######## seg7_radix_scan ########
==> src/rtl/seg7_pkg.sv <==
// Shared radix codes, 7-segment glyph constants and FSM state type
// for the radix-selectable scanned display driver.
package seg7_pkg;

  localparam logic [1:0] RADIX_OCT = 2'b00;
  localparam logic [1:0] RADIX_DEC = 2'b01;
  localparam logic [1:0] RADIX_HEX = 2'b10;

  localparam logic [6:0] SEG_0     = 7'b1111110;
  localparam logic [6:0] SEG_1     = 7'b0110000;
  localparam logic [6:0] SEG_2     = 7'b1101101;
  localparam logic [6:0] SEG_3     = 7'b1111001;
  localparam logic [6:0] SEG_4     = 7'b0110011;
  localparam logic [6:0] SEG_5     = 7'b1011011;
  localparam logic [6:0] SEG_6     = 7'b1011111;
  localparam logic [6:0] SEG_7     = 7'b1110000;
  localparam logic [6:0] SEG_8     = 7'b1111111;
  localparam logic [6:0] SEG_9     = 7'b1111011;
  localparam logic [6:0] SEG_A     = 7'b1110111;
  localparam logic [6:0] SEG_B     = 7'b0011111;
  localparam logic [6:0] SEG_C     = 7'b1001110;
  localparam logic [6:0] SEG_D     = 7'b0111101;
  localparam logic [6:0] SEG_E     = 7'b1001111;
  localparam logic [6:0] SEG_F     = 7'b1000111;
  localparam logic [6:0] SEG_BLANK = 7'b0000000;
  localparam logic [6:0] SEG_DASH  = 7'b0000001;

  typedef enum logic [1:0] {
    S_IDLE   = 2'd0,
    S_DIV    = 2'd1,
    S_COMMIT = 2'd2
  } state_t;

  // The reserved code 11 falls through to hex.
  function automatic logic [4:0] base_from_radix(input logic [1:0] radix);
    logic [4:0] base;
    case (radix)
      RADIX_OCT: base = 5'd8;
      RADIX_DEC: base = 5'd10;
      RADIX_HEX: base = 5'd16;
      default:   base = 5'd16;
    endcase
    return base;
  endfunction

endpackage

==> src/rtl/seg7_glyph.sv <==
// Combinational 4-bit digit to 7-segment pattern lookup {a..g}, MSB = a.
module seg7_glyph
  import seg7_pkg::*;
(
  input  logic [3:0] digit,
  output logic [6:0] pattern
);

  // glyph lookup
  always_comb begin
    case (digit)
      4'h0:    pattern = SEG_0;
      4'h1:    pattern = SEG_1;
      4'h2:    pattern = SEG_2;
      4'h3:    pattern = SEG_3;
      4'h4:    pattern = SEG_4;
      4'h5:    pattern = SEG_5;
      4'h6:    pattern = SEG_6;
      4'h7:    pattern = SEG_7;
      4'h8:    pattern = SEG_8;
      4'h9:    pattern = SEG_9;
      4'hA:    pattern = SEG_A;
      4'hB:    pattern = SEG_B;
      4'hC:    pattern = SEG_C;
      4'hD:    pattern = SEG_D;
      4'hE:    pattern = SEG_E;
      4'hF:    pattern = SEG_F;
      default: pattern = SEG_BLANK;
    endcase
  end

endmodule

==> src/rtl/seg7_radix_scan.sv <==
// Serial radix converter (restoring division, one quotient bit per clock)
// feeding a time-multiplexed 7-segment scanner with blanking and overflow dash.
module seg7_radix_scan
  import seg7_pkg::*;
#(
  parameter int DATA_W      = 8,
  parameter int NDIG        = 3,
  parameter int REFRESH_DIV = 1000
) (
  input  logic              clk,
  input  logic              rst,
  input  logic              load,
  input  logic [DATA_W-1:0] data_in,
  input  logic [1:0]        radix,
  input  logic              blank_lz,
  output logic [6:0]        seg,
  output logic [NDIG-1:0]   dig_en,
  output logic              busy,
  output logic              ovf
);

  localparam int SLOT_W = (NDIG > 1) ? $clog2(NDIG) : 1;
  localparam int BIT_W  = $clog2(DATA_W);
  localparam int CNT_W  = $clog2(REFRESH_DIV);

  state_t            state_r, state_nx;
  logic [DATA_W-1:0] work_r, work_nx;
  logic [4:0]        rem_r, rem_sh, rem_nx, base_r;
  logic [BIT_W-1:0]  bit_r;
  logic [SLOT_W-1:0] k_r, slot_r;
  logic              blank_r, disp_ovf_r, disp_blank_r, busy_r;
  logic [3:0]        shadow_r [NDIG];
  logic [3:0]        bank_r   [NDIG];
  logic [CNT_W-1:0]  cnt_r;
  logic [6:0]        seg_r, seg_nx, glyph_s;
  logic [NDIG-1:0]   dig_en_r, dig_en_nx, lz_s;
  logic              q_bit, last_bit, last_digit, wrap, above_zero;
  logic              do_load, do_step, do_commit;

  assign last_bit   = (bit_r == BIT_W'(DATA_W - 1));
  assign last_digit = (k_r == SLOT_W'(NDIG - 1));
  assign wrap       = (cnt_r == CNT_W'(REFRESH_DIV - 1));

  // FSM state register
  always_ff @(posedge clk or posedge rst) begin
    if (rst) state_r <= S_IDLE;
    else     state_r <= state_nx;
  end

  // FSM next-state logic
  always_comb begin
    state_nx = state_r;
    case (state_r)
      S_IDLE: begin
        if (load) state_nx = S_DIV;
        else      state_nx = S_IDLE;
      end
      S_DIV: begin
        if (last_bit && last_digit) state_nx = S_COMMIT;
        else                        state_nx = S_DIV;
      end
      S_COMMIT: state_nx = S_IDLE;
      default:  state_nx = S_IDLE;
    endcase
  end

  // FSM control strobes
  always_comb begin
    do_load   = 1'b0;
    do_step   = 1'b0;
    do_commit = 1'b0;
    case (state_r)
      S_IDLE:   do_load   = load;
      S_DIV:    do_step   = 1'b1;
      S_COMMIT: do_commit = 1'b1;
      default: begin
        do_load   = 1'b0;
        do_step   = 1'b0;
        do_commit = 1'b0;
      end
    endcase
  end

  // one restoring-division step: shift in the next dividend bit, subtract if it fits
  always_comb begin
    rem_sh  = 5'({rem_r, work_r[DATA_W-1]});
    q_bit   = (rem_sh >= base_r);
    if (q_bit) rem_nx = rem_sh - base_r;
    else       rem_nx = rem_sh;
    work_nx = {work_r[DATA_W-2:0], q_bit};
  end

  // conversion datapath and shadow digits
  always_ff @(posedge clk or posedge rst) begin
    if (rst) begin
      work_r  <= '0;
      rem_r   <= 5'd0;
      base_r  <= 5'd0;
      blank_r <= 1'b0;
      bit_r   <= '0;
      k_r     <= '0;
      for (int i = 0; i < NDIG; i++) shadow_r[i] <= 4'd0;
    end else if (do_load) begin
      work_r  <= data_in;
      rem_r   <= 5'd0;
      base_r  <= base_from_radix(radix);
      blank_r <= blank_lz;
      bit_r   <= '0;
      k_r     <= '0;
    end else if (do_step) begin
      work_r <= work_nx;
      if (last_bit) begin
        shadow_r[k_r] <= rem_nx[3:0];
        rem_r <= 5'd0;
        bit_r <= '0;
        k_r   <= last_digit ? SLOT_W'(0) : k_r + SLOT_W'(1);
      end else begin
        rem_r <= rem_nx;
        bit_r <= bit_r + BIT_W'(1);
      end
    end
  end

  // display bank: shadow digits, overflow and blanking mode land together
  always_ff @(posedge clk or posedge rst) begin
    if (rst) begin
      for (int i = 0; i < NDIG; i++) bank_r[i] <= 4'd0;
      disp_ovf_r   <= 1'b0;
      disp_blank_r <= 1'b0;
    end else if (do_commit) begin
      bank_r       <= shadow_r;
      disp_ovf_r   <= (work_r != '0);
      disp_blank_r <= blank_r;
    end
  end

  // busy flag
  always_ff @(posedge clk or posedge rst) begin
    if (rst) busy_r <= 1'b0;
    else     busy_r <= (state_nx != S_IDLE);
  end

  // lz_s[i]: digit i and everything above it is zero; digit 0 never qualifies
  always_comb begin
    above_zero = 1'b1;
    lz_s       = '0;
    for (int i = NDIG - 1; i >= 0; i--) begin
      above_zero = above_zero & (bank_r[i] == 4'd0);
      lz_s[i]    = above_zero & (i != 0);
    end
  end

  seg7_glyph u_glyph (
    .digit   (bank_r[slot_r]),
    .pattern (glyph_s)
  );

  // pattern for the slot being presented at the next wrap
  always_comb begin
    if (disp_ovf_r)                        seg_nx = SEG_DASH;
    else if (disp_blank_r && lz_s[slot_r]) seg_nx = SEG_BLANK;
    else                                   seg_nx = glyph_s;
    dig_en_nx = NDIG'(1) << slot_r;
  end

  // refresh counter, slot index and registered display outputs
  always_ff @(posedge clk or posedge rst) begin
    if (rst) begin
      cnt_r    <= '0;
      slot_r   <= '0;
      seg_r    <= SEG_BLANK;
      dig_en_r <= '0;
    end else if (wrap) begin
      cnt_r    <= '0;
      slot_r   <= (slot_r == SLOT_W'(NDIG - 1)) ? SLOT_W'(0) : slot_r + SLOT_W'(1);
      seg_r    <= seg_nx;
      dig_en_r <= dig_en_nx;
    end else begin
      cnt_r <= cnt_r + CNT_W'(1);
    end
  end

  assign seg    = seg_r;
  assign dig_en = dig_en_r;
  assign busy   = busy_r;
  assign ovf    = disp_ovf_r;

endmodule
==> config.mk <==
export PLATFORM = sky130hd
export DESIGN_NAME = seg7_radix_scan
export DESIGN_NICKNAME = d
export VERILOG_FILES = /design/src/rtl/seg7_pkg.sv /design/src/rtl/seg7_glyph.sv /design/src/rtl/seg7_radix_scan.sv
export SDC_FILE = /design/constraint.sdc
export NUM_CORES = 1
export LEC_CHECK = 0
export CAP_MARGIN = 20
export CORE_MARGIN = 2
export CORE_UTILIZATION = 30
export DETAILED_ROUTE_END_ITERATION = 16
export HOLD_SLACK_MARGIN = 0.08
export SKIP_LAST_GASP = 1
export SYNTH_ARGS = -nofsm -noshare
export SYNTH_HDL_FRONTEND = slang
export SYNTH_SLANG_ARGS = --single-unit
==> constraint.sdc <==
create_clock -name clk -period 6.5 [get_ports clk]
set_input_delay 0.975 -clock clk [delete_from_list [all_inputs] [get_ports clk]]
set_output_delay 0.975 -clock clk [all_outputs]
set_load 0.005 [all_outputs]
######## fetch_unit_flat ########
==> src/rtl/fetch_unit_if.sv <==
// Fetch-stage bundle: instruction-memory request/response, downstream redirect and decode-facing output.
// master = fetch unit, slave = memory/decode/branch side.
interface fetch_unit_if #(
    parameter int XLEN = 32
);
    logic            imem_req_valid;
    logic            imem_req_ready;
    logic [XLEN-1:0] imem_addr;
    logic            imem_resp_valid;
    logic [XLEN-1:0] imem_resp_data;
    logic            redirect_valid;
    logic [XLEN-1:0] redirect_pc;
    logic            out_valid;
    logic            out_ready;
    logic [XLEN-1:0] out_instr;
    logic [XLEN-1:0] out_pc;
    logic [XLEN-1:0] out_pc_plus4;

    modport master (
        output imem_req_valid, imem_addr, out_valid, out_instr, out_pc, out_pc_plus4,
        input  imem_req_ready, imem_resp_valid, imem_resp_data, redirect_valid, redirect_pc, out_ready
    );

    modport slave (
        input  imem_req_valid, imem_addr, out_valid, out_instr, out_pc, out_pc_plus4,
        output imem_req_ready, imem_resp_valid, imem_resp_data, redirect_valid, redirect_pc, out_ready
    );
endinterface

==> src/rtl/fetch_unit.sv <==
// Instruction fetch: one outstanding imem request, J/JAL predecode, DEPTH-entry buffer to decode.
// Response -> out_valid next cycle; requests stall while buffered + inflight would exceed DEPTH.
module fetch_unit #(
    parameter int              XLEN     = 32,
    parameter logic [XLEN-1:0] RESET_PC = '0,
    parameter int              DEPTH    = 4
) (
    input logic          clock,
    input logic          reset,
    fetch_unit_if.master bus
);
    localparam int AW = (DEPTH > 1) ? $clog2(DEPTH) : 1;
    localparam int CW = AW + 1;

    typedef enum logic [1:0] {S_REQ, S_WAIT, S_DROP} state_t;

    typedef struct packed {
        logic [XLEN-1:0] instr;
        logic [XLEN-1:0] pc;
    } entry_t;

    state_t          state;
    logic [XLEN-1:0] fetch_pc;
    logic [XLEN-1:0] req_pc;
    logic [AW-1:0]   wr_ptr;
    logic [AW-1:0]   rd_ptr;
    logic [CW-1:0]   count;
    entry_t          mem [DEPTH];
    entry_t          head;

    logic            inflight;
    logic            req_fire;
    logic            resp_take;
    logic            pop;
    logic            is_jump;
    logic [5:0]      opcode;
    logic [1:0]      redirect_lsb_unused;

    assign inflight  = (state != S_REQ);
    assign req_fire  = bus.imem_req_valid && bus.imem_req_ready;
    assign resp_take = (state == S_WAIT) && bus.imem_resp_valid && !bus.redirect_valid;
    assign pop       = bus.out_valid && bus.out_ready;
    assign opcode    = bus.imem_resp_data[31:26];
    assign is_jump   = (opcode == 6'b000010) || (opcode == 6'b000011);
    assign head      = mem[rd_ptr];

    // Target alignment drops these bits by design.
    assign redirect_lsb_unused = bus.redirect_pc[1:0];

    // Outputs are forced low while reset is held, independent of register contents.
    assign bus.imem_req_valid = !reset && (state == S_REQ) && !bus.redirect_valid
                                && ((count + CW'(inflight)) < CW'(DEPTH));
    assign bus.imem_addr      = reset ? '0 : fetch_pc;
    assign bus.out_valid      = !reset && (count != '0);
    assign bus.out_instr      = reset ? '0 : head.instr;
    assign bus.out_pc         = reset ? '0 : head.pc;
    assign bus.out_pc_plus4   = reset ? '0 : head.pc + XLEN'(4);

    always_ff @(posedge clock) begin
        if (resp_take) begin
            mem[wr_ptr] <= '{instr: bus.imem_resp_data, pc: req_pc};
        end
    end

    always_ff @(posedge clock or posedge reset) begin
        if (reset) begin
            state    <= S_REQ;
            fetch_pc <= RESET_PC;
            req_pc   <= '0;
            wr_ptr   <= '0;
            rd_ptr   <= '0;
            count    <= '0;
        end else if (bus.redirect_valid) begin
            fetch_pc <= {bus.redirect_pc[XLEN-1:2], 2'b00};
            wr_ptr   <= '0;
            rd_ptr   <= '0;
            count    <= '0;
            // A response landing with the redirect retires the outstanding request.
            if (state != S_REQ) begin
                state <= bus.imem_resp_valid ? S_REQ : S_DROP;
            end
        end else begin
            if (resp_take)
                wr_ptr <= wr_ptr + AW'(1);
            if (pop)
                rd_ptr <= rd_ptr + AW'(1);
            count <= count + CW'(resp_take) - CW'(pop);

            case (state)
                S_REQ: begin
                    if (req_fire) begin
                        req_pc <= fetch_pc;
                        state  <= S_WAIT;
                    end
                end
                S_WAIT: begin
                    if (bus.imem_resp_valid) begin
                        fetch_pc <= is_jump ? {req_pc[XLEN-1:28], bus.imem_resp_data[25:0], 2'b00}
                                            : req_pc + XLEN'(4);
                        state    <= S_REQ;
                    end
                end
                S_DROP: begin
                    if (bus.imem_resp_valid)
                        state <= S_REQ;
                end
                default: state <= S_REQ;
            endcase
        end
    end
endmodule

==> src/flat_wrapper.sv <==
// flat-port wrapper written by rule: the top's interface ports become plain ports
module fetch_unit_flat 
#(
    parameter int              XLEN     = 32,
    parameter logic [XLEN-1:0] RESET_PC = '0,
    parameter int              DEPTH    = 4
)
  (clock, reset, bus_imem_req_valid, bus_imem_addr, bus_out_valid, bus_out_instr, bus_out_pc, bus_out_pc_plus4, bus_imem_req_ready, bus_imem_resp_valid, bus_imem_resp_data, bus_redirect_valid, bus_redirect_pc, bus_out_ready);
  fetch_unit_if #(.XLEN(XLEN)) bus_i ();
  input logic clock;
  input logic reset;
  output wire logic [$bits(bus_i.imem_req_valid)-1:0] bus_imem_req_valid;
  output wire logic [$bits(bus_i.imem_addr)-1:0] bus_imem_addr;
  output wire logic [$bits(bus_i.out_valid)-1:0] bus_out_valid;
  output wire logic [$bits(bus_i.out_instr)-1:0] bus_out_instr;
  output wire logic [$bits(bus_i.out_pc)-1:0] bus_out_pc;
  output wire logic [$bits(bus_i.out_pc_plus4)-1:0] bus_out_pc_plus4;
  input wire logic [$bits(bus_i.imem_req_ready)-1:0] bus_imem_req_ready;
  input wire logic [$bits(bus_i.imem_resp_valid)-1:0] bus_imem_resp_valid;
  input wire logic [$bits(bus_i.imem_resp_data)-1:0] bus_imem_resp_data;
  input wire logic [$bits(bus_i.redirect_valid)-1:0] bus_redirect_valid;
  input wire logic [$bits(bus_i.redirect_pc)-1:0] bus_redirect_pc;
  input wire logic [$bits(bus_i.out_ready)-1:0] bus_out_ready;
  assign bus_imem_req_valid = bus_i.imem_req_valid;
  assign bus_imem_addr = bus_i.imem_addr;
  assign bus_out_valid = bus_i.out_valid;
  assign bus_out_instr = bus_i.out_instr;
  assign bus_out_pc = bus_i.out_pc;
  assign bus_out_pc_plus4 = bus_i.out_pc_plus4;
  assign bus_i.imem_req_ready = bus_imem_req_ready;
  assign bus_i.imem_resp_valid = bus_imem_resp_valid;
  assign bus_i.imem_resp_data = bus_imem_resp_data;
  assign bus_i.redirect_valid = bus_redirect_valid;
  assign bus_i.redirect_pc = bus_redirect_pc;
  assign bus_i.out_ready = bus_out_ready;
  fetch_unit #(.XLEN(XLEN), .RESET_PC(RESET_PC), .DEPTH(DEPTH)) u_core (.clock(clock), .reset(reset), .bus(bus_i));
endmodule
==> config.mk <==
export PLATFORM = sky130hd
export DESIGN_NAME = fetch_unit_flat
export DESIGN_NICKNAME = d
export VERILOG_FILES = /design/src/rtl/fetch_unit_if.sv /design/src/rtl/fetch_unit.sv /design/src/flat_wrapper.sv
export SDC_FILE = /design/constraint.sdc
export NUM_CORES = 1
export LEC_CHECK = 0
export CAP_MARGIN = 20
export CORE_MARGIN = 5
export CORE_UTILIZATION = 23
export DETAILED_ROUTE_END_ITERATION = 16
export HOLD_SLACK_MARGIN = 0.05
export PLACE_DENSITY = 0.46
export SETUP_SLACK_MARGIN = 0.4
export SYNTH_ARGS = -nofsm -noshare
export SYNTH_HDL_FRONTEND = slang
export SYNTH_SLANG_ARGS = --single-unit
export TNS_END_PERCENT = 10
==> constraint.sdc <==
create_clock -name clock -period 18.7 [get_ports clock]
set_input_delay 5.61 -clock clock [delete_from_list [all_inputs] [get_ports clock]]
set_output_delay 5.61 -clock clock [all_outputs]
set_load 0.02 [all_outputs]

==> gallery <==
The clock network.
image #1
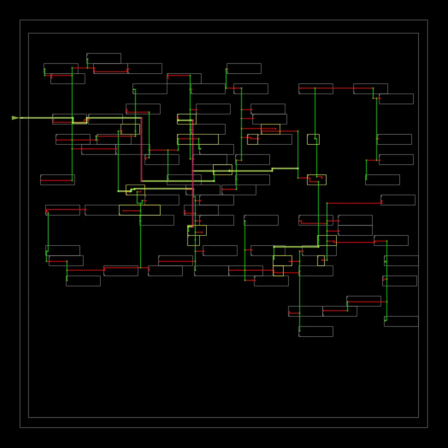
image #2
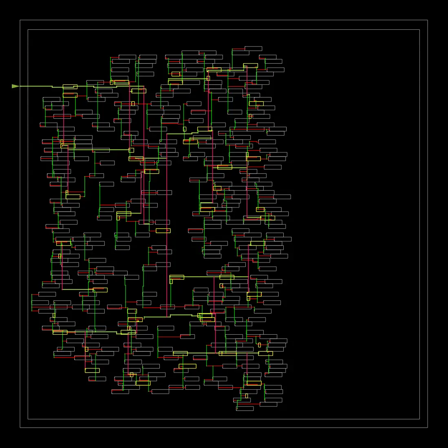
- fetch_unit_flat = image #2
- seg7_radix_scan = image #1

==> fetch_unit_flat/class_map.png <==
Scale: 1.5 px per um. Fill, decap, tap and diode cells in grey.
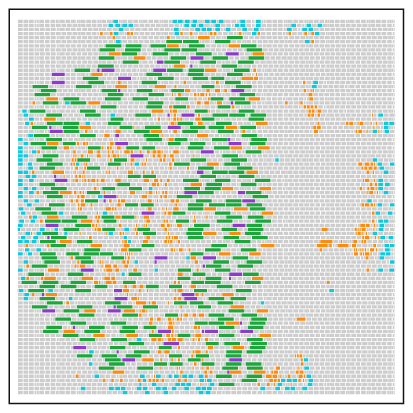
Purple stands for clock drivers and dummy loads, cells 63. Orange stands for remaining logic cells, cells 591. Green stands for registers, cells 329. Cyan stands for remaining buffers and delay cells, cells 213.

==> run_results.csv, fetch_unit_flat <==
group,metric,value,unit
logic_synthesis,synth_cell_types,50,
worst_setup_path,worstPathRequired,13.09,ns
power_and_ir_drop,p_clk_share,32.0,%
logic_synthesis,postSynthSeqShare,65.2,%
worst_setup_path,critPathSlowestCell,"nor4b_1",
finish,n_fill_cell,6405,
power_and_ir_drop,powerClk,0.674,mW
global_routing,track_usage,12.5,%
worst_hold_path,hp-class,"flip-flop to flip-flop",
worst_setup_path,cp-start-kind,"input port",
clock_tree,cts_hold_buf,0,
logic_synthesis,synth_area_per_cell,15.0,sq um
status,status,"finished, final reports clean",
finish,clock_tree_area_fraction,5.97,%
logic_synthesis,ys_area,14600,sq um
logic_synthesis,synthTopCellsByCount,"edfxtp_1 (256), dfrtp_1 (73), and2_1 (72)",
power_and_ir_drop,p_leak,6.17,nW
worst_hold_path,hold_start,"u_core.fetch_pc[30]$_DFFE_PP0P_",
placement,gp_congestion,0.751,
worst_setup_path,path_cells,"buf_2 > buf_4 > nor4b_1 > clkdlybuf4s50_1",
floorplanning,die_h,262,um
logic_synthesis,synthMuxAreaShare,12.8,%
placement,placed_area,17500,sq um
finish,buffer_area_share,11.2,%
logic_synthesis,logic_family,"multiplexers",
clock_tree,cts.htree.levels,2,
clock_tree,cts_tree,"built",
sta,clock_skew,0.0210,ns
logic_synthesis,ys_cells,974,
fetch_unit_flat: placed cells by master (no fill, tap or decap), types with 5 or more instances in the layout:
| master | instances |
|---|---|
| dfrtp_1 | 71 |
| edfxtp_1 | 256 |
| clkbuf_16 | 37 |
| xnor2_1 | 27 |
| xor2_1 | 30 |
| o21ai_0 | 14 |
| and3_1 | 12 |
| a21oi_1 | 39 |
| clkinv_2 | 11 |
| mux2_2 | 34 |
| mux4_1 | 5 |
| nand2_1 | 51 |
| buf_4 | 16 |
| nor2_1 | 65 |
| nor4_1 | 6 |
| nand4_1 | 13 |
| a211oi_1 | 15 |
| clkdlybuf4s50_1 | 195 |
| clkbuf_1 | 7 |
| o21ai_1 | 15 |
| nor3b_1 | 5 |
| inv_1 | 20 |
| nor2b_1 | 36 |
| mux4_2 | 59 |
| and2_1 | 68 |
| nand3_1 | 26 |
| ha_1 | 10 |
fetch_unit_flat: state kept, by name, indices dropped and copies added (netlist names):
register / flops
u_core.count: 3
u_core.fetch_pc: 32
u_core.mem: 256
u_core.rd_ptr: 2
u_core.req_pc: 32
u_core.state: 2
u_core.wr_ptr: 2
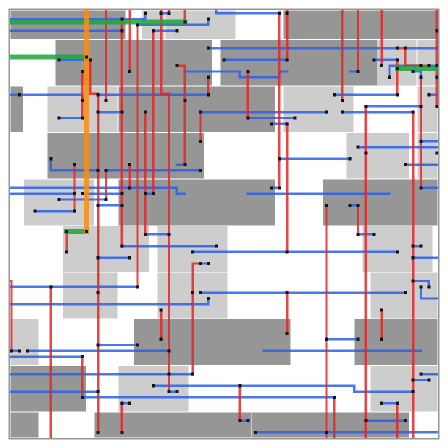
(seg7_radix_scan/closeup.png)
Window x 42 to 67, y 42 to 67 um. Cells in grey, sequential cells in the stronger grey; small squares are vias.
Blue stands for M1. Red stands for M2. Orange stands for M4. Green stands for M3.
29 logic cells have their middle in the window. Most frequent: dfrtp_1 (12), mux2_2 (9), nor2_1 (2). Netlist names of flops here include `bank_r` (6), `shadow_r` (4). Sequential cells in the window: 12.

==> run_results.csv, seg7_radix_scan <==
group,metric,value,unit
sta,fmax,395,MHz
logic_synthesis,adder_share,4.86,%
logic_synthesis,synthTopCellsByCount,"dfrtp_1 (70), nand2_1 (45), nor2_1 (22)",
finish,area.share.sequential,44.6,%
worst_setup_path,crit_type,"flip-flop to flip-flop",
worst_setup_path,worst-path-max-fanout,12,
finish,nNetsFinal,355,
worst_setup_path,rrSetupSlack,3.97,ns
global_routing,grt_max_degree,71,
logic_synthesis,ys_area,3350,sq um
global_routing,grt_pass1_vias,2259,
detailed_routing,drc,0,
detailed_routing,wl_per_cell,13.4,um
floorplanning,fp_util,30.9,%
status,status,"finished, final reports clean",
finish,antennaDiodeCount,0,
floorplanning,die_x,110,um
detailed_routing,ant_nets,0,
detailed_routing,dr_wl_met3,231,um
worst_setup_path,cpLargestDelayFamily,"AND-OR/OR-AND gates",
clock_tree,clk_path_buf_depth,2,
logic_synthesis,synth_area_per_cell,11.0,sq um
global_routing,met3_usage,3.44,%
worst_hold_path,hold_depth,2,
sta,rsz0062_at_grt,"false",
floorplanning,chip_area,12000,sq um
seg7_radix_scan: worst min-delay path by stage:
stage                     startpoint                     to  slack [ns]
6_report         blank_r$_DFFE_PP0P_    blank_r$_DFFE_PP0P_        0.48
5_1_grt        base_r[1]$_DFFE_PP0P_  base_r[1]$_DFFE_PP0P_        0.52
4_1_cts          blank_r$_DFFE_PP0P_    blank_r$_DFFE_PP0P_        0.49
3_5_place_dp     blank_r$_DFFE_PP0P_    blank_r$_DFFE_PP0P_        0.47
3_3_place_gp   dig_en[2]$_DFFE_PP0N_  dig_en[2]$_DFFE_PP0N_        0.46
2_1_floorplan    blank_r$_DFFE_PP0P_    blank_r$_DFFE_PP0P_        0.44
seg7_radix_scan: state kept, by name, indices dropped and copies added (netlist names), 2 cells and up:
name	flops
slot_r	2
cnt_r	10
bit_r	3
state_r	2
work_r	8
bank_r	12
seg	7
rem_r	4
k_r	2
shadow_r	12
base_r	3
seg7_radix_scan: power breakdown:
part,internal (mW),switching (mW)
logic,0.179,0.220
clock network,0.217,0.171
registers,0.536,0.0646
total,0.932,0.456


==> notes/layouts.md <==
Pictures saved along the way, in no particular order.

Routed clock nets over the placement.
shot_01.png
Scale: 4 px per um.
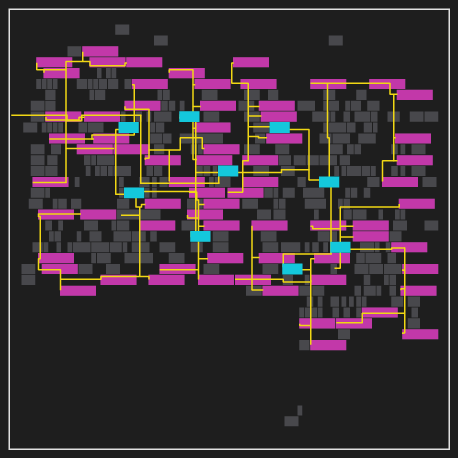
shot_02.png
Scale: 2 px per um.
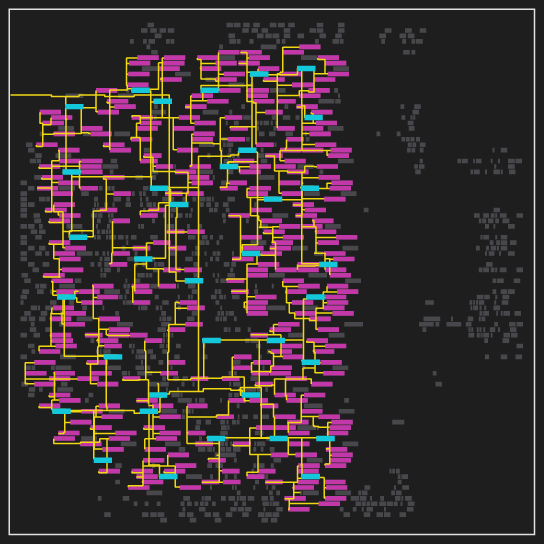
seg7_radix_scan: shot_01.png
fetch_unit_flat: shot_02.png
- largest die: shot_02.png

Key to shot_02.png:
Magenta stands for flip-flops, count 329. Cyan stands for clock-net drivers, count 35. Yellow stands for clock wires, length 4,350 um.
There are 36 routed clock nets.

No activity file was given, so power comes from the tool's default toggle rates.
